# ---- block 1 ----
`src/rtl/hazard_fwd_ctrl.sv`:
```
// E/M/W destination tracking, D/E/M forwarding selects and the D-stage stall/flush; all outputs are combinational.
// Optional `HAZARD_MULDIV_EN adds the HI/LO busy-counter interlock.
module hazard_fwd_ctrl (
  input  logic       clk,
  input  logic       reset,
  input  logic [4:0] rs_D,
  input  logic [4:0] rt_D,
  input  logic [1:0] tuse_rs_D,
  input  logic [1:0] tuse_rt_D,
  input  logic [4:0] a3_D,
  input  logic [1:0] tnew_D,
  input  logic [1:0] src_D,
  input  logic       md_start_D,
  input  logic       md_div_D,
  input  logic       md_use_D,
  output logic       stall,
  output logic       flush_E,
  output logic [2:0] fwd_rs_D,
  output logic [2:0] fwd_rt_D,
  output logic [2:0] fwd_rs_E,
  output logic [2:0] fwd_rt_E,
  output logic [2:0] fwd_rt_M
);

  localparam logic [1:0] SRC_ALU = 2'd0;
  localparam logic [1:0] SRC_PC8 = 2'd2;

  typedef struct packed {
    logic [4:0] rs;
    logic [4:0] rt;
    logic [4:0] a3;
    logic [1:0] tnew;
    logic [1:0] src;
  } stage_t;

  stage_t e_q, e_d, m_q, m_d, w_q, w_d;
  logic   data_stall;
  logic   unused_bits;

  function automatic logic hit(input logic [4:0] r, input logic [4:0] a3);
    return (r != 5'd0) && (r == a3);
  endfunction

  // Only the youngest matching stage decides, so an older write never masks a newer one.
  function automatic logic need_stall(input logic [4:0] r, input logic [1:0] tuse,
                                      input logic [4:0] ea3, input logic [1:0] etn,
                                      input logic [4:0] ma3, input logic [1:0] mtn,
                                      input logic [4:0] wa3, input logic [1:0] wtn);
    logic s;
    s = 1'b0;
    if (hit(r, ea3))      s = (etn > tuse);
    else if (hit(r, ma3)) s = (mtn > tuse);
    else if (hit(r, wa3)) s = (wtn > tuse);
    return s;
  endfunction

  function automatic logic [2:0] sel_d(input logic [4:0] r,
                                       input logic [4:0] ea3, input logic [1:0] etn, input logic [1:0] esrc,
                                       input logic [4:0] ma3, input logic [1:0] mtn, input logic [1:0] msrc,
                                       input logic [4:0] wa3, input logic [1:0] wsrc);
    logic [2:0] s;
    s = 3'b000;
    if (hit(r, ea3)) begin
      if (etn == 2'd0 && esrc == SRC_PC8) s = 3'b001;
    end else if (hit(r, ma3)) begin
      if (mtn == 2'd0 && msrc == SRC_ALU)      s = 3'b010;
      else if (mtn == 2'd0 && msrc == SRC_PC8) s = 3'b011;
    end else if (hit(r, wa3)) begin
      s = (wsrc == SRC_PC8) ? 3'b101 : 3'b100;
    end
    return s;
  endfunction

  function automatic logic [2:0] sel_e(input logic [4:0] r,
                                       input logic [4:0] ma3, input logic [1:0] mtn, input logic [1:0] msrc,
                                       input logic [4:0] wa3, input logic [1:0] wsrc);
    logic [2:0] s;
    s = 3'b000;
    if (hit(r, ma3)) begin
      if (mtn == 2'd0 && msrc == SRC_ALU)      s = 3'b001;
      else if (mtn == 2'd0 && msrc == SRC_PC8) s = 3'b010;
    end else if (hit(r, wa3)) begin
      s = (wsrc == SRC_PC8) ? 3'b100 : 3'b011;
    end
    return s;
  endfunction

  always_comb begin
    data_stall = need_stall(rs_D, tuse_rs_D, e_q.a3, e_q.tnew, m_q.a3, m_q.tnew, w_q.a3, w_q.tnew)
               | need_stall(rt_D, tuse_rt_D, e_q.a3, e_q.tnew, m_q.a3, m_q.tnew, w_q.a3, w_q.tnew);
    fwd_rs_D   = sel_d(rs_D, e_q.a3, e_q.tnew, e_q.src, m_q.a3, m_q.tnew, m_q.src, w_q.a3, w_q.src);
    fwd_rt_D   = sel_d(rt_D, e_q.a3, e_q.tnew, e_q.src, m_q.a3, m_q.tnew, m_q.src, w_q.a3, w_q.src);
    fwd_rs_E   = sel_e(e_q.rs, m_q.a3, m_q.tnew, m_q.src, w_q.a3, w_q.src);
    fwd_rt_E   = sel_e(e_q.rt, m_q.a3, m_q.tnew, m_q.src, w_q.a3, w_q.src);
    fwd_rt_M   = 3'b000;
    if (hit(m_q.rt, w_q.a3)) fwd_rt_M = (w_q.src == SRC_PC8) ? 3'b010 : 3'b001;
  end

  always_comb begin
    e_d = '0;
    if (!stall) begin
      e_d.rs   = rs_D;
      e_d.rt   = rt_D;
      e_d.a3   = a3_D;
      e_d.tnew = tnew_D;
      e_d.src  = src_D;
    end
    m_d      = e_q;
    m_d.tnew = (e_q.tnew == 2'd0) ? 2'd0 : e_q.tnew - 2'd1;
    w_d      = m_q;
    w_d.tnew = 2'd0;
  end

  always_ff @(posedge clk or negedge reset) begin
    if (!reset) begin
      e_q <= '0;
      m_q <= '0;
      w_q <= '0;
    end else begin
      e_q <= e_d;
      m_q <= m_d;
      w_q <= w_d;
    end
  end

`ifdef HAZARD_MULDIV_EN
  logic       md_start_e_q, md_div_e_q;
  logic [3:0] md_cnt_q, md_cnt_d;
  logic       md_stall;

  // Counter loads as the start leaves E, so the E cycle itself is covered by md_start_e_q.
  always_comb begin
    md_cnt_d = md_cnt_q;
    if (md_start_e_q)           md_cnt_d = md_div_e_q ? 4'd10 : 4'd5;
    else if (md_cnt_q != 4'd0)  md_cnt_d = md_cnt_q - 4'd1;
  end

  assign md_stall = md_use_D && ((md_cnt_q != 4'd0) || md_start_e_q);

  always_ff @(posedge clk or negedge reset) begin
    if (!reset) begin
      md_start_e_q <= 1'b0;
      md_div_e_q   <= 1'b0;
      md_cnt_q     <= 4'd0;
    end else begin
      md_start_e_q <= md_start_D && !stall;
      md_div_e_q   <= md_div_D && !stall;
      md_cnt_q     <= md_cnt_d;
    end
  end

  assign stall       = data_stall | md_stall;
  assign unused_bits = ^{m_q.rs, w_q.rs, w_q.rt};
`else
  assign stall       = data_stall;
  assign unused_bits = ^{m_q.rs, w_q.rs, w_q.rt, md_start_D, md_div_D, md_use_D};
`endif

  assign flush_E = stall;

endmodule

```
`config.mk`:
```
export PLATFORM = sky130hd
export DESIGN_NAME = hazard_fwd_ctrl
export DESIGN_NICKNAME = d
export VERILOG_FILES = /design/src/rtl/hazard_fwd_ctrl.sv
export SDC_FILE = /design/constraint.sdc
export NUM_CORES = 1
export LEC_CHECK = 0
export ABC_AREA = 0
export ABC_CLOCK_PERIOD_IN_PS = 3500
export CORE_AREA = 4 4 80 82
export DETAILED_ROUTE_END_ITERATION = 8
export DIE_AREA = 0 0 84 86
export PLACE_DENSITY = 0.69
export SLEW_MARGIN = 0
export SYNTH_ARGS = -nofsm -noshare
export SYNTH_HDL_FRONTEND = slang
export SYNTH_SLANG_ARGS = --single-unit
```
`constraint.sdc`:
```
create_clock -name clk -period 3.5 [get_ports clk]
set_input_delay 0.7 -clock clk [delete_from_list [all_inputs] [get_ports clk]]
set_output_delay 0.7 -clock clk [all_outputs]
set_load 0.01 [all_outputs]
```
# ---- block 2 ----
`src/rtl/lfsr_hit_pkg.sv`:
```
// Shared types and helpers for the LFSR window hit counter.
package lfsr_hit_pkg;

  typedef enum logic [1:0] {
    StIdle  = 2'd0,
    StAccum = 2'd1,
    StHold  = 2'd2
  } state_e;

  // Number of samples in one measurement window.
  function automatic int unsigned win_len(input int unsigned win_log2);
    return 32'd1 << win_log2;
  endfunction

endpackage

```
`src/rtl/hit_accum.sv`:
```
// Clear/enable/increment counter used for the per-window hit counts.
// Clear has priority over increment.
module hit_accum #(
  parameter int unsigned Width = 8
) (
  input  logic             clk_i,
  input  logic             rst_i,
  input  logic             clr_i,
  input  logic             en_i,
  output logic [Width-1:0] count_o
);

  logic [Width-1:0] count_q;

  // Count register: async reset, synchronous clear, otherwise +1 when enabled.
  always_ff @(posedge clk_i or posedge rst_i) begin
    if (rst_i) begin
      count_q <= '0;
    end else if (clr_i) begin
      count_q <= '0;
    end else if (en_i) begin
      count_q <= count_q + Width'(1);
    end
  end

  assign count_o = count_q;

endmodule

```
`src/rtl/lfsr_window_hit_counter.sv`:
```
// Window hit counter: counts hit_a and hit_a&hit_b over a fixed window of
// 2**WIN_LOG2 accepted samples and presents both counts over valid/ready.
// Optional: define LFSR_HIT_AUTO_RESTART_EN to start the next window
// directly from the result handshake instead of returning to idle.
module lfsr_window_hit_counter
  import lfsr_hit_pkg::*;
#(
  parameter int unsigned WIN_LOG2 = 4,
  parameter int unsigned CNT_W    = 8
) (
  input  logic             clk,
  input  logic             rst,
  input  logic             start,
  input  logic             sample_valid,
  input  logic             hit_a,
  input  logic             hit_b,
  output logic             busy,
  output logic             result_valid,
  input  logic             result_ready,
  output logic [CNT_W-1:0] count_a,
  output logic [CNT_W-1:0] count_both
);

  localparam int unsigned WIN_LEN = win_len(WIN_LOG2);
  localparam int unsigned SCNT_W  = WIN_LOG2 + 1;
  localparam logic [SCNT_W-1:0] LAST_SAMPLE = SCNT_W'(WIN_LEN - 1);

  // A full window of hits must fit in the count outputs.
  if (CNT_W < WIN_LOG2 + 1) begin : gen_bad_cnt_w
    $error("CNT_W must be at least WIN_LOG2+1");
  end

  state_e            state_q;
  logic [SCNT_W-1:0] scnt_q;
  logic              busy_q;
  logic              result_valid_q;

  logic accept;
  logic handshake;
  logic last_sample;
  logic clr_counts;

  // Sample acceptance, window end and count-clear decode.
  always_comb begin
    accept      = (state_q == StAccum) && sample_valid;
    handshake   = (state_q == StHold) && result_ready;
    last_sample = accept && (scnt_q == LAST_SAMPLE);
    clr_counts  = (state_q == StIdle) && start;
`ifdef LFSR_HIT_AUTO_RESTART_EN
    clr_counts  = clr_counts || handshake;
`endif
  end

  // Control FSM with sample counter and registered status outputs.
  always_ff @(posedge clk or posedge rst) begin
    if (rst) begin
      state_q        <= StIdle;
      scnt_q         <= '0;
      busy_q         <= 1'b0;
      result_valid_q <= 1'b0;
    end else begin
      unique case (state_q)
        StIdle: begin
          if (start) begin
            state_q <= StAccum;
            scnt_q  <= '0;
            busy_q  <= 1'b1;
          end
        end
        StAccum: begin
          if (accept) begin
            // Counter stops at WIN_LEN because the state leaves ACCUM here.
            scnt_q <= scnt_q + SCNT_W'(1);
          end
          if (last_sample) begin
            state_q        <= StHold;
            busy_q         <= 1'b0;
            result_valid_q <= 1'b1;
          end
        end
        StHold: begin
          if (handshake) begin
            result_valid_q <= 1'b0;
`ifdef LFSR_HIT_AUTO_RESTART_EN
            state_q        <= StAccum;
            busy_q         <= 1'b1;
            scnt_q         <= '0;
`else
            state_q        <= StIdle;
`endif
          end
        end
        default: begin
          state_q        <= StIdle;
          busy_q         <= 1'b0;
          result_valid_q <= 1'b0;
        end
      endcase
    end
  end

  hit_accum #(
    .Width (CNT_W)
  ) u_count_a (
    .clk_i   (clk),
    .rst_i   (rst),
    .clr_i   (clr_counts),
    .en_i    (accept && hit_a),
    .count_o (count_a)
  );

  hit_accum #(
    .Width (CNT_W)
  ) u_count_both (
    .clk_i   (clk),
    .rst_i   (rst),
    .clr_i   (clr_counts),
    .en_i    (accept && hit_a && hit_b),
    .count_o (count_both)
  );

  assign busy         = busy_q;
  assign result_valid = result_valid_q;

endmodule

```
`config.mk`:
```
export PLATFORM = sky130hd
export DESIGN_NAME = lfsr_window_hit_counter
export DESIGN_NICKNAME = d
export VERILOG_FILES = /design/src/rtl/lfsr_hit_pkg.sv /design/src/rtl/hit_accum.sv /design/src/rtl/lfsr_window_hit_counter.sv
export SDC_FILE = /design/constraint.sdc
export NUM_CORES = 1
export LEC_CHECK = 0
export CORE_AREA = 4 4 73 75
export DETAILED_ROUTE_END_ITERATION = 8
export DIE_AREA = 0 0 77 79
export GPL_TIMING_DRIVEN = 0
export SETUP_SLACK_MARGIN = 0.5
export SLEW_MARGIN = 20
export SYNTH_ARGS = -nofsm -noshare
export SYNTH_HDL_FRONTEND = slang
export SYNTH_SLANG_ARGS = --single-unit
```
`constraint.sdc`:
```
create_clock -name clk -period 1.91 [get_ports clk]
set_input_delay 0.382 -clock clk [delete_from_list [all_inputs] [get_ports clk]]
set_output_delay 0.382 -clock clk [all_outputs]
set_load 0.05 [all_outputs]
```
# ---- block 3 ----
### src/rtl/fp_pkg.sv
// rtl/fp_pkg.sv - shared types, constants and helpers for the FPU normaliser
// Contents:
//   exp_all_ones(w) : all-ones biased exponent (Inf/NaN encoding) for a w-bit exponent
//   norm_flags_t    : per-beat result flags {zero, ovf, unf}
//   lzc_width(w)    : width of a leading-zero count over w bits (counts 0..w)
package fp_pkg;

    typedef struct packed {
        logic zero;
        logic ovf;
        logic unf;
    } norm_flags_t;

    function automatic logic [31:0] exp_all_ones(input int w);
        return (32'd1 << w) - 32'd1;
    endfunction

    function automatic int lzc_width(input int w);
        return $clog2(w + 1);
    endfunction

endpackage

### src/rtl/fp_lzc.sv
// rtl/fp_lzc.sv - combinational leading-zero counter, binary tree form
// Ports:
//   bits  in   W               value to scan, MSB first
//   count out  lzc_width(W)    number of leading zeros; W when bits == 0
module fp_lzc
    import fp_pkg::*;
#(
    parameter int W = 27
) (
    input  logic [W-1:0]            bits,
    output logic [lzc_width(W)-1:0] count
);

    localparam int CW = lzc_width(W);
    // Tree is CW levels deep over P > W leaves.
    localparam int P  = 1 << CW;

    // Pad below the LSB with ones: an all-zero input then naturally counts
    // to exactly W, so the tree never needs an "all invalid" special case.
    logic [P-1:0] pad;
    assign pad = (P'(bits) << (P - W)) | ((P'(1) << (P - W)) - P'(1));

    // Node (l, n) covers 2^l leaves; v = any one present, c = zeros above it.
    logic          v [CW+1][P];
    logic [CW-1:0] c [CW+1][P];

    always_comb begin
        for (int l = 0; l <= CW; l++) begin
            for (int n = 0; n < P; n++) begin
                v[l][n] = 1'b0;
                c[l][n] = '0;
            end
        end
        for (int n = 0; n < P; n++) begin
            v[0][n] = pad[n];
        end
        for (int l = 1; l <= CW; l++) begin
            for (int n = 0; n < (P >> l); n++) begin
                v[l][n] = v[l-1][2*n+1] | v[l-1][2*n];
                // Upper half empty: its full width of zeros precedes the lower count.
                if (v[l-1][2*n+1]) begin
                    c[l][n] = c[l-1][2*n+1];
                end else begin
                    c[l][n] = c[l-1][2*n] | CW'(1 << (l - 1));
                end
            end
        end
        count = c[CW][0];
    end

endmodule

### src/rtl/fp_normalize_pipe.sv
// rtl/fp_normalize_pipe.sv - 2-stage post-add mantissa normaliser with valid/ready
// Ports:
//   clk, rst_n           clock (rising), asynchronous active-low reset
//   in_valid/in_ready    input handshake
//   in_mant [MAN_W:0]    raw sum; bit MAN_W carry-out, bit MAN_W-1 hidden position
//   in_exp  [EXP_W-1:0]  common biased exponent
//   out_valid/out_ready  output handshake
//   out_mant [MAN_W-1:0] normalised mantissa, bit 0 sticky
//   out_exp  [EXP_W-1:0] adjusted biased exponent
//   out_zero/ovf/unf     result flags, at most one set
module fp_normalize_pipe
    import fp_pkg::*;
#(
    parameter int MAN_W = 27,
    parameter int EXP_W = 8
) (
    input  logic             clk,
    input  logic             rst_n,
    input  logic             in_valid,
    output logic             in_ready,
    input  logic [MAN_W:0]   in_mant,
    input  logic [EXP_W-1:0] in_exp,
    output logic             out_valid,
    input  logic             out_ready,
    output logic [MAN_W-1:0] out_mant,
    output logic [EXP_W-1:0] out_exp,
    output logic             out_zero,
    output logic             out_ovf,
    output logic             out_unf
);

    localparam int LZC_W = lzc_width(MAN_W);
    localparam logic [EXP_W:0] EXP_ONES = (EXP_W+1)'(exp_all_ones(EXP_W));
    localparam logic [EXP_W:0] EXP_ONE  = {{EXP_W{1'b0}}, 1'b1};

    logic             s1_v, s2_v, s1_ready, s2_ready;
    logic [MAN_W:0]   s1_mant;
    logic [EXP_W-1:0] s1_exp;
    logic [LZC_W-1:0] s1_lzc;
    logic             s1_zero;
    logic [LZC_W-1:0] lzc;

    logic [MAN_W-1:0] s2_mant;
    logic [EXP_W-1:0] s2_exp;
    norm_flags_t      s2_flags;

    assign s2_ready = !s2_v || out_ready;
    assign s1_ready = !s1_v || s2_ready;
    assign in_ready = s1_ready;

    fp_lzc #(.W(MAN_W)) u_lzc (
        .bits  (in_mant[MAN_W-1:0]),
        .count (lzc)
    );

    // Stage-2 exponent arithmetic, one bit wider than the exponent so
    // nothing wraps.
    logic [EXP_W:0] e_in, lz_ext, e_inc, e_sub, e_dec;
    logic           lz_fits;

    assign e_in   = {1'b0, s1_exp};
    assign lz_ext = (EXP_W+1)'(s1_lzc);
    assign e_inc  = e_in + EXP_ONE;
    assign e_sub  = e_in - lz_ext;
    assign e_dec  = (e_in == '0) ? '0 : e_in - EXP_ONE;
    // lzc < exp exactly when the difference is positive (sign bit clear, non-zero).
    assign lz_fits = !e_sub[EXP_W] && (e_sub != '0);

    logic [MAN_W-1:0] n_mant;
    logic [EXP_W-1:0] n_exp;
    norm_flags_t      n_flags;

    always_comb begin
        n_mant  = '0;
        n_exp   = '0;
        n_flags = '0;
        if (s1_zero) begin
            n_flags.zero = 1'b1;
        end else if (e_in == EXP_ONES) begin
            // Inf/NaN operand: mantissa passes through unshifted.
            n_mant = s1_mant[MAN_W-1:0];
            n_exp  = s1_exp;
        end else if (s1_mant[MAN_W]) begin
            if (e_inc == EXP_ONES) begin
                n_flags.ovf = 1'b1;
                n_exp       = '1;
            end else begin
                n_mant = {s1_mant[MAN_W:2], s1_mant[1] | s1_mant[0]};
                n_exp  = e_inc[EXP_W-1:0];
            end
        end else if (lz_fits) begin
            n_mant = s1_mant[MAN_W-1:0] << s1_lzc;
            n_exp  = e_sub[EXP_W-1:0];
        end else begin
            // Denormal: shift only as far as exponent 1 allows, then clamp to 0.
            n_mant      = s1_mant[MAN_W-1:0] << e_dec;
            n_flags.unf = 1'b1;
        end
    end

    always_ff @(posedge clk or negedge rst_n) begin
        if (!rst_n) begin
            s1_v     <= 1'b0;
            s1_mant  <= '0;
            s1_exp   <= '0;
            s1_lzc   <= '0;
            s1_zero  <= 1'b0;
            s2_v     <= 1'b0;
            s2_mant  <= '0;
            s2_exp   <= '0;
            s2_flags <= '0;
        end else begin
            if (s1_ready) begin
                s1_v <= in_valid;
            end
            if (in_valid && s1_ready) begin
                s1_mant <= in_mant;
                s1_exp  <= in_exp;
                s1_lzc  <= lzc;
                s1_zero <= (in_mant == '0);
            end
            if (s2_ready) begin
                s2_v <= s1_v;
            end
            if (s1_v && s2_ready) begin
                s2_mant  <= n_mant;
                s2_exp   <= n_exp;
                s2_flags <= n_flags;
            end
        end
    end

    assign out_valid = s2_v;
    assign out_mant  = s2_mant;
    assign out_exp   = s2_exp;
    assign out_zero  = s2_flags.zero;
    assign out_ovf   = s2_flags.ovf;
    assign out_unf   = s2_flags.unf;

endmodule

### config.mk
export PLATFORM = sky130hd
export DESIGN_NAME = fp_normalize_pipe
export DESIGN_NICKNAME = d
export VERILOG_FILES = /design/src/rtl/fp_pkg.sv /design/src/rtl/fp_lzc.sv /design/src/rtl/fp_normalize_pipe.sv
export SDC_FILE = /design/constraint.sdc
export NUM_CORES = 1
export LEC_CHECK = 0
export ABC_AREA = 1
export CORE_MARGIN = 3
export CORE_UTILIZATION = 32
export DETAILED_ROUTE_END_ITERATION = 7
export DONT_BUFFER_PORTS = 1
export GPL_TIMING_DRIVEN = 0
export SLEW_MARGIN = 20
export SYNTH_ARGS = -nofsm -noshare
export SYNTH_HDL_FRONTEND = slang
export SYNTH_SLANG_ARGS = --single-unit
### constraint.sdc
create_clock -name clk -period 4.3 [get_ports clk]
set_clock_uncertainty 0.15 [all_clocks]
set_input_delay 0.43 -clock clk [delete_from_list [all_inputs] [get_ports clk]]
set_output_delay 0.43 -clock clk [all_outputs]
set_load 0.02 [all_outputs]
# ---- block 4 ----
### src/rtl/lzc_seq_32.sv
// lzc_seq_32: sequential leading-zero counter for a 32-bit operand.
// The operand is captured into a shift register and scanned from the
// top, BITS_PER_CYCLE bits per clock. The scan stops at the first chunk
// that holds a set bit, or after the last chunk for an all-zero operand.
// cnt/pos/zero are registered and only move on the edge that enters DONE.
//
// Handshake: start is sampled only while busy is low (IDLE or DONE);
// a sampled start captures A on that edge and raises busy from the next
// cycle. busy stays high for exactly the scan cycles, then done pulses
// for one cycle with results valid. start seen while busy is dropped,
// never queued. Holding start high through the done cycle chains the
// next operation with no idle gap.
//
// BITS_PER_CYCLE must be one of 1, 2, 4, 8, 16, 32.
module lzc_seq_32 #(
  parameter int BITS_PER_CYCLE = 4
) (
  input  logic        clk,
  input  logic        rst_n,
  input  logic        start,
  input  logic [31:0] A,
  output logic        busy,
  output logic        done,
  output logic [5:0]  cnt,
  output logic [4:0]  pos,
  output logic        zero,
  output logic [1:0]  dbg_state
);

  localparam int NCHUNK = 32 / BITS_PER_CYCLE;
  localparam int IDXW   = (NCHUNK > 1) ? $clog2(NCHUNK) : 1;
  localparam logic [IDXW-1:0] LAST_IDX = IDXW'(NCHUNK - 1);
  localparam logic [IDXW-1:0] IDX_ONE  = IDXW'(1);
  localparam logic [5:0]      STEP     = 6'(BITS_PER_CYCLE);

  typedef enum logic [1:0] {
    S_IDLE = 2'd0,
    S_SCAN = 2'd1,
    S_DONE = 2'd2
  } state_e;

  state_e            state_q, state_d;
  logic [31:0]       shift_q, shift_d;
  logic [5:0]        count_q, count_d;
  logic [IDXW-1:0]   idx_q, idx_d;
  logic [5:0]        cnt_q, cnt_d;
  logic [4:0]        pos_q, pos_d;
  logic              zero_q, zero_d;

  logic [BITS_PER_CYCLE-1:0] chunk;
  logic                      chunk_hit;
  logic [5:0]                chunk_lz;
  logic [5:0]                found_cnt;

  // The chunk under inspection is always the top of the shift register.
  assign chunk = shift_q[31 -: BITS_PER_CYCLE];

  // Priority search from the chunk MSB: position of the first set bit.
  always_comb begin
    chunk_hit = 1'b0;
    chunk_lz  = STEP;
    for (int i = 0; i < BITS_PER_CYCLE; i++) begin
      if (!chunk_hit && chunk[BITS_PER_CYCLE-1-i]) begin
        chunk_hit = 1'b1;
        chunk_lz  = 6'(i);
      end
    end
  end

  // Leading zeros of the whole word when this chunk holds the MSB set bit;
  // never exceeds 31 when chunk_hit is set.
  assign found_cnt = count_q + chunk_lz;

  // Next-state and datapath update for the IDLE/SCAN/DONE controller.
  always_comb begin
    state_d = state_q;
    shift_d = shift_q;
    count_d = count_q;
    idx_d   = idx_q;
    cnt_d   = cnt_q;
    pos_d   = pos_q;
    zero_d  = zero_q;

    case (state_q)
      S_IDLE, S_DONE: begin
        if (start) begin
          shift_d = A;
          count_d = 6'd0;
          idx_d   = '0;
          state_d = S_SCAN;
        end else begin
          state_d = S_IDLE;
        end
      end

      S_SCAN: begin
        if (chunk_hit) begin
          cnt_d   = found_cnt;
          pos_d   = 5'd31 - found_cnt[4:0];
          zero_d  = 1'b0;
          state_d = S_DONE;
        end else if (idx_q == LAST_IDX) begin
          cnt_d   = 6'd32;
          pos_d   = 5'd0;
          zero_d  = 1'b1;
          state_d = S_DONE;
        end else begin
          shift_d = shift_q << BITS_PER_CYCLE;
          count_d = count_q + STEP;
          idx_d   = idx_q + IDX_ONE;
        end
      end

      default: begin
        state_d = S_IDLE;
      end
    endcase
  end

  // State and datapath registers with synchronous active-low reset.
  always_ff @(posedge clk) begin
    if (!rst_n) begin
      state_q <= S_IDLE;
      shift_q <= 32'd0;
      count_q <= 6'd0;
      idx_q   <= '0;
      cnt_q   <= 6'd0;
      pos_q   <= 5'd0;
      zero_q  <= 1'b0;
    end else begin
      state_q <= state_d;
      shift_q <= shift_d;
      count_q <= count_d;
      idx_q   <= idx_d;
      cnt_q   <= cnt_d;
      pos_q   <= pos_d;
      zero_q  <= zero_d;
    end
  end

  assign busy      = (state_q == S_SCAN);
  assign done      = (state_q == S_DONE);
  assign cnt       = cnt_q;
  assign pos       = pos_q;
  assign zero      = zero_q;
  assign dbg_state = state_q;

endmodule
### config.mk
export PLATFORM = sky130hd
export DESIGN_NAME = lzc_seq_32
export DESIGN_NICKNAME = d
export VERILOG_FILES = /design/src/rtl/lzc_seq_32.sv
export SDC_FILE = /design/constraint.sdc
export NUM_CORES = 1
export LEC_CHECK = 0
export CORE_MARGIN = 2
export CORE_UTILIZATION = 54
export DETAILED_ROUTE_END_ITERATION = 6
export GPL_TIMING_DRIVEN = 0
export PLACE_DENSITY = 0.92
export SYNTH_ARGS = -nofsm -noshare
export SYNTH_HDL_FRONTEND = slang
export SYNTH_SLANG_ARGS = --single-unit
### constraint.sdc
create_clock -name clk -period 4.84 [get_ports clk]
set_input_delay 0.968 -clock clk [delete_from_list [all_inputs] [get_ports clk]]
set_output_delay 0.968 -clock clk [all_outputs]
set_load 0.03 [all_outputs]
Block 3, signal metal coverage by tile:
(2 px per micron) 29 x 29 tiles, from black (low) to pale yellow (high), scaled to the fullest tile. Values are wire area over tile area, all layers added.
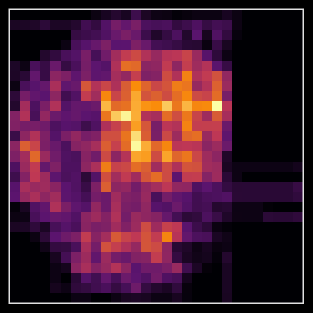
- mean over tiles: 0.18
- tiles over half the peak: 15%
- densest ninth of the die: center
GRT Total Usage: 0.2108
total length of routed wires: 22790 microns
DR WL/cell: 18.55 microns
vias: 6614

==> flow_summary.toml, block 3 <==
# physical design summary
[clock_network]
cts_buffer_depth = 2
post_cts_resized = 0
clock-root-buffer = "clkbuf_16"

[layout]
layout.nonclk_buf_frac = 0.04533
finalNetCount = 1015
mi_logic_area_sq_um = 3691
dominant_cells = "combinational gates"
register_area_sq_um = 2052
inv_count = 72
final_cells = 1229
postLayoutCoreUtil = 0.3672

[die]
ios = 80
well_tap_count = 260
die_h_microns = 146.3

[placement]
hpwl_microns = 18160

[route]
route.detailed.drc = 0
drt_iter0_markers = 667
dr.pass1.iters = 7
route.met2.wl_microns = 10070
vias_per_cell = 5.382

[power_and_ir_drop]
p_sw_uw = 1827
pwr_density_cell_nw_per_um2 = 549.0

[yosys]
ys_cells = 951
ys.flops = 82
netlist_logic_family_top = "simple AND/OR/NAND/NOR gates"
ys_sh_simple = 0.3998

[grt]
grt_pass1_wl_microns = 35690

[worst_hold_path]
holdPathStages = 2

[sta]
slew_headroom = 0.5847
setup_viol = 0
setup_ws_ns = 0.3129

[critical_path]
critPathMaxStageDelay_ns = 0.43
critPathTopFamily = "simple AND/OR/NAND/NOR gates"
critPathLaunch = "s1_exp[0]"
reg2reg_from = "s1_exp[0]"
path_depth = 19
crit_chain = "inv_1, ha_1, inv_1, fa_1, xor2_1, nor2_1, nand3_1, nor2_1, nand2_4, nand2_8, o21ai_1, o21ai_2, inv_1, nor2_2, nand2_1, o21ai_1, nor2_1, o21bai_1, nand2_1"
worstPathMaxFanout = 9

[outcome]
status = "finished, final reports clean"
## block 3: registers in the layout, indices dropped and copies added, names as in the netlist
| signal | cells |
|---|---|
| s1_zero | 1 |
| out_exp | 8 |
| out_unf | 1 |
| s1_v | 1 |
| s1_lzc | 5 |
| out_mant | 27 |
| out_ovf | 1 |
| s1_exp | 8 |
| out_valid | 1 |
| out_zero | 1 |
| s1_mant | 28 |
## block 3: power groups by stage
stage	Clock [uW]	Combinational [uW]	Sequential, uW
detailed placement	0	1540	1420
global placement	0	1540	1410
global route	883	1790	1420
finish	839	1600	1400
floorplan	0	1150	1310
CTS	854	1570	1400
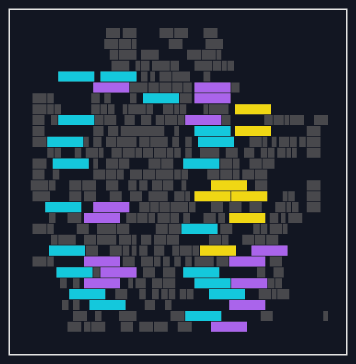
Block 1: register map, names as in the netlist
(4 px per micron) Other cells in gray.
- purple: `m_q` (flops 14)
- yellow: `w_q` (flops 7)
- cyan: `e_q` (flops 19)
flip-flop and latch area: 1001 sq um
Final Core Density: 0.5497
sequential cell area share: 0.3170
P_seq: 559 uW

==> flow_summary.toml, block 1 <==
# physical design summary
[outcome]
status = "finished, final reports clean"

[die]
dieArea_sq_um = 7224
core_area_sq_um = 5746
ios = 45

[yosys]
yosysUniqueCellTypes = 32
ys.flops = 40
synth_cells = 267
topCellsByArea = "dfrtp_1 40%, xnor2_1 9.8%, xor2_1 9.1%"
ys_warn_count = 0
synth-async-reset-ratio = 1.000
yosys_area_sq_um = 2500
yosys.area_share.aoi = 0.03203

[route]
routed_wl_microns = 6174
wl_met3_microns = 262
route.met2.wl_microns = 3117
dr.pass1.iters = 4
route.detailed.drc = 0

[grt]
grt-busiest-layer = "met2"
grt_max_degree = 41

[clock_network]
post_cts_resized = 5
clock-root-buffer = "clkbuf_8"

[worst_hold_path]
min_from = "e_q[1]"

[layout]
layout_top_cells = "40 x dfrtp_1, 31 x nor3_1, 31 x clkdlybuf4s50_1"
lay_top_count = "dfrtp_1"
mi_logic_area_sq_um = 1334
n_antenna_cell = 0

[power_and_ir_drop]
clock_power_uw = 408
p_int_uw = 894.0
pwr_density_cell_nw_per_um2 = 389.6
p_comb_uw = 264
ir_drop_v = 0.0001850

[critical_path]
endpoint_kind = "primary output"
critPathArrivalTime_ns = 2.73
critPathMostFrequentCell = "clkdlybuf4s50_1"
crit_required_ns = 2.80
cp_slowest_cell = "clkdlybuf4s50_1"

[sta]
final-hold-violation-count = 0
tightest_slew_ns = 0.8707
finalClockPeriodUsage = 0.9808
block 1: state kept, by name (all words and copies together) (netlist names):
signal and flops:
e_q 19, m_q 14, w_q 7
block 1: worst max-delay path, delay by kind of cell:
family	cells	cell delay [ns]
buf+inv	3	1.17
simple gates	3	0.57
compound gates	1	0.11
xor+xnor	1	0.18
block 1: layout make-up:
class | instances | share of cell area
Clock inverter | 1 | 0.009509
Timing Repair Buffer | 65 | 0.1862
Tap cell | 75 | 0.02971
Clock buffer | 7 | 0.03051
Inverter | 4 | 0.004754
Sequential cell | 40 | 0.3170
Multi-Input combinational cell | 197 | 0.4223
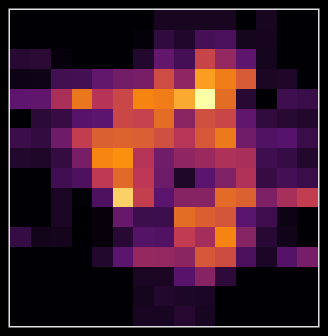
Block 2: signal metal coverage by tile
(4 px per micron) 15 x 16 tiles, from black (low) to pale yellow (high), scaled to the fullest tile. Values are wire area over tile area, all layers added.
- fullest tile: 0.38
- tiles over half the peak: 17%
- emptiest ninth of the die: south-west
- densest ninth of the die: center
total length of routed wires: 3173 microns
GRT Total Usage: 0.1094
DR WL/cell: 13.39 microns

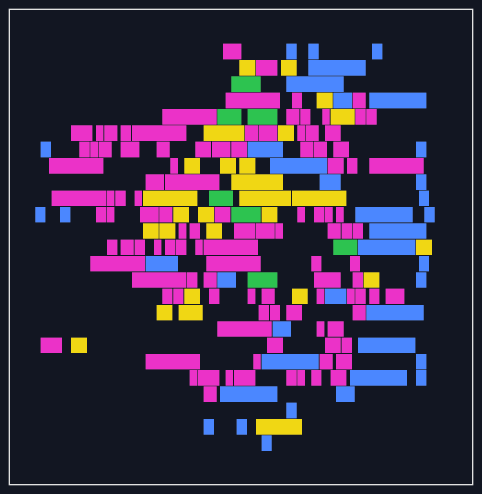
Block 2: sizing map
(6 px per micron)
- blue: x2 (cells 38; share 21%)
- green: x6 and larger (cells 7; share 3.8%)
- yellow: x3 and x4 (cells 27; share 15%)
- magenta: x1 and smaller (cells 111; share 61%)
Signal buffers: 45
Layout area overhead: 38.82%

==> flow_summary.toml, block 2 <==
# physical design summary
[route]
route.met2.wl_microns = 1475
wl_met3_microns = 126

[critical_path]
critPathCapture = "scnt_q[4]"
r2r_cells = 6

[die]
well_tap_count = 54
rows = 25

[sta]
setup_viol = 0
final-hold-violation-count = 0
grt_setup_unrepaired = "yes"
setup_ws_ns = 0.4927
slew_headroom = 0.6244

[yosys]
ys_sh_xor = 0.006548
yosys.area_share.aoi = 0.1777
netlist_logic_family_top = "simple AND/OR/NAND/NOR gates"
flop_cell = "dfrtp_1"
synth_cells = 141
top_area_cell = "dfrtp_1"

[layout]
layout.nonclk_buf_frac = 0.1725
inv_count = 8

[clock_network]
cts-buffers-inserted = 3

[placement]
place_area_sq_um = 1689
place_ws_ns = -0.1647

[outcome]
status = "finished, final reports clean"

[power_and_ir_drop]
p_sw_uw = 1114
p_comb_uw = 1180
-- block 2: through the flow --
stage          hold WS [ns]  setup TNS [ns]  power [uW]
3_3_place_gp         0.4924          -1.307        2024
6_report             0.5100               0        2402
2_1_floorplan        0.4085               0        1672
5_1_grt              0.5223               0        2596
3_5_place_dp         0.4949          -1.103        2038
4_1_cts              0.5143               0        2364
-- block 2: Yosys cell counts (all sizes together), types with 3 or more instances --
cell type	number
o21ai	13
o31ai	5
nand3	7
nand2	13
or4	5
or3	6
nand4	4
nand4b	3
buf	4
inv	8
a21oi	16
clkbuf	3
ha	4
dfrtp	25
nand2b	3
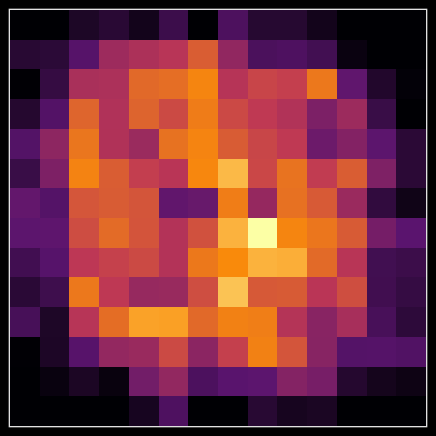
Block 4: signal metal coverage by tile
(6 px per micron) 14 x 14 tiles, from black (low) to pale yellow (high), scaled to the fullest tile. Values are wire area over tile area, all layers added.
- densest ninth of the die: center
- fullest tile: 0.51
- mean over tiles: 0.18
- tiles over half the peak: 34%
- nearly empty tiles: 11%
DR WL/cell: 13.89 microns
vias: 2265
GRT Total Usage: 0.2365

==> flow_summary.toml, block 4 <==
# physical design summary
[outcome]
status = "finished, final reports clean"

[route]
wl_met3_microns = 304
drt_iter0_markers = 179
wl_met1_microns = 2346
vias_per_cell = 5.705
dr.pass1.iters = 4

[sta]
grt_setup_unrepaired = "no"
final-hold-violation-count = 0
tightest_slew_ns = 0.5786
finalClockPeriodUsage = 0.6725

[clock_network]
cts_hold_buf = 0
cts_buffer_depth = 2

[yosys]
netlist_top_cells_count = "68 x nand2_1, 53 x dfxtp_1, 33 x nor2_1"
ys_warn_count = 0
yosysSeqAreaShare = 0.4606
ys.flops = 53
edf_count = 0
netlist_logic_family_top = "simple AND/OR/NAND/NOR gates"
ys_sh_adder = 0.02716
yosys_area_sq_um = 2303
syn_area_sq_um = 2303

[layout]
mi_logic_area_sq_um = 1136
n_all_buffers = 73
sh_seq_area = 0.3557
design_area_sq_um = 2983
flops = 53
inv_count = 5
layout.nonclk_buf_frac = 0.1971
lay_top_count = "nand2_1"
layout_top_cells = "68 x nand2_1, 53 x dfxtp_1, 50 x clkdlybuf4s50_1"
drive_gt1_frac = 0.03458
final_cells = 397
n_fill_cell = 321

[die]
ios = 51
core_util_floorplan = 0.5677
core_area_sq_um = 4058
die_h_microns = 69.31

[worst_hold_path]
hold_end = "cnt[0]"
min_from = "cnt[0]"
min-delay-path-class = "register to register"
holdPathStages = 2

[critical_path]
path_buffers = 4
cp_slowest_cell = "clkdlybuf4s50_1"
critPathTopFamily = "buffers and inverters"
crit_required_ns = 3.87
critPathCapture = "busy"
critPathLaunch = "dbg_state[1]"
critPathMostFrequentCell = "clkbuf_1"
r2r_cells = 5

[power_and_ir_drop]
p_total_uw = 1031
pwr-share-comb = 0.214
power.share.sequential = 0.485
p_seq_uw = 500

[placement]
place_ws_ns = 1.931
numPortBuffers = 50

[grt]
grt_pass1_vias = 2096
grt_max_degree = 16

[job]
warning_count = 26
cap_viol_max_count = 0
block 4: worst register-to-register path, stage by stage, from the launching register on:
cell      delay, ns
dfxtp_1        0.34
or4_4          0.57
o31ai_2        0.38
clkbuf_1       0.42
nor2_1         0.09
a311oi_1       0.28
block 4: sequential cells by signal, summed over array words and instances (netlist names):
| name | flops |
|---|---|
| dbg_state | 2 |
| shift_q | 32 |
| idx_q | 3 |
| cnt | 6 |
| count_q | 4 |
| pos | 5 |
| zero | 1 |


==> notes/layouts.md <==
Pictures saved along the way, in no particular order.

Clock wiring as the flow saved it.
panel A
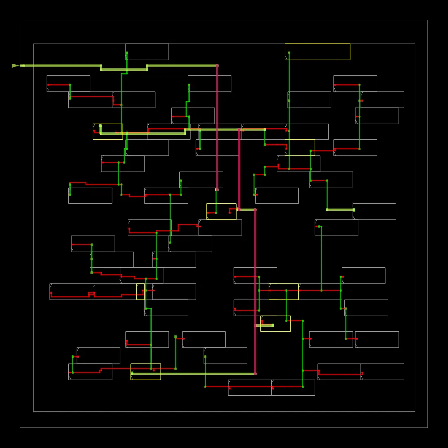
panel B
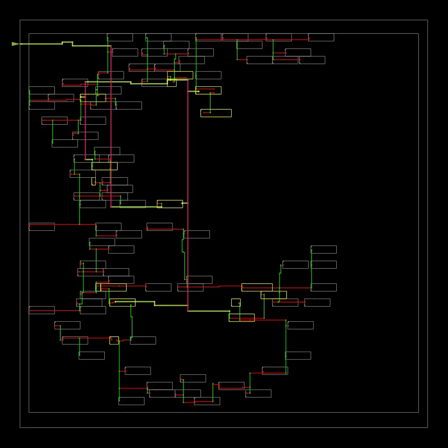
panel C
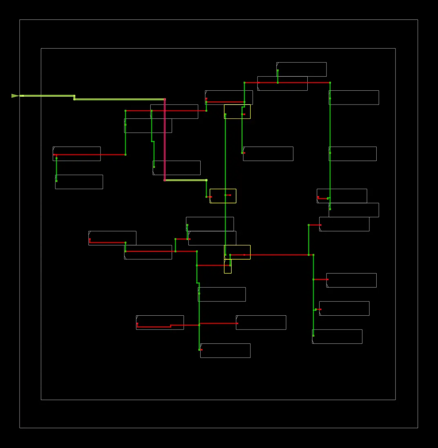
panel D
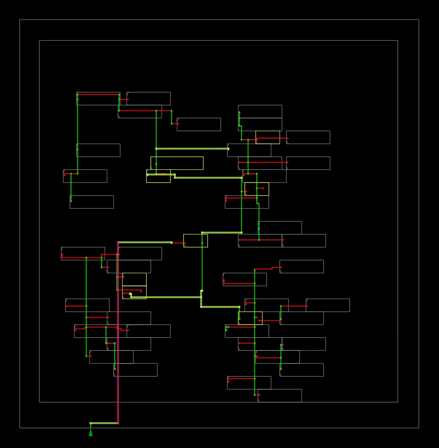
For block 1, see panel D.
For block 3, see panel B.
For block 4, see panel A.
For block 2, see panel C.
The one with the fewest clock buffers is panel C.
The one with the most sequential cells is panel B.


==> gallery <==
Register map, names as in the netlist.
shot_01.png
(4 px per micron) Other sequential cells in the stronger gray, the rest of the logic in the fainter gray.
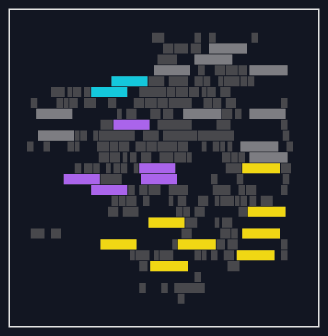
shot_02.png
(6 px per micron) Other sequential cells in the stronger gray, the rest of the logic in the fainter gray.
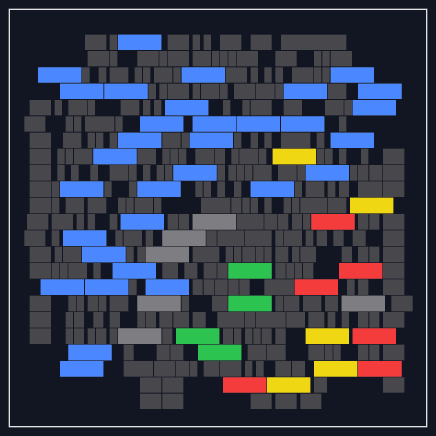
shot_03.png
(2 px per micron) Other sequential cells in the stronger gray, the rest of the logic in the fainter gray.
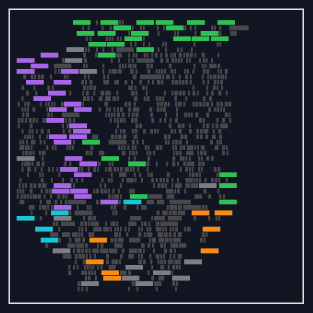
- block 4 = shot_02.png
- block 2 = shot_01.png
- block 3 = shot_03.png
- most cells: shot_03.png
- fewest sequential cells: shot_01.png

Key to shot_02.png:
- red: `cnt` (flops 6)
- yellow: `pos` (flops 5)
- green: `count_q` (flops 4; where south)
- blue: `shift_q` (flops 32)
- not colored: 6

Power is estimated from default activity; no workload was simulated.
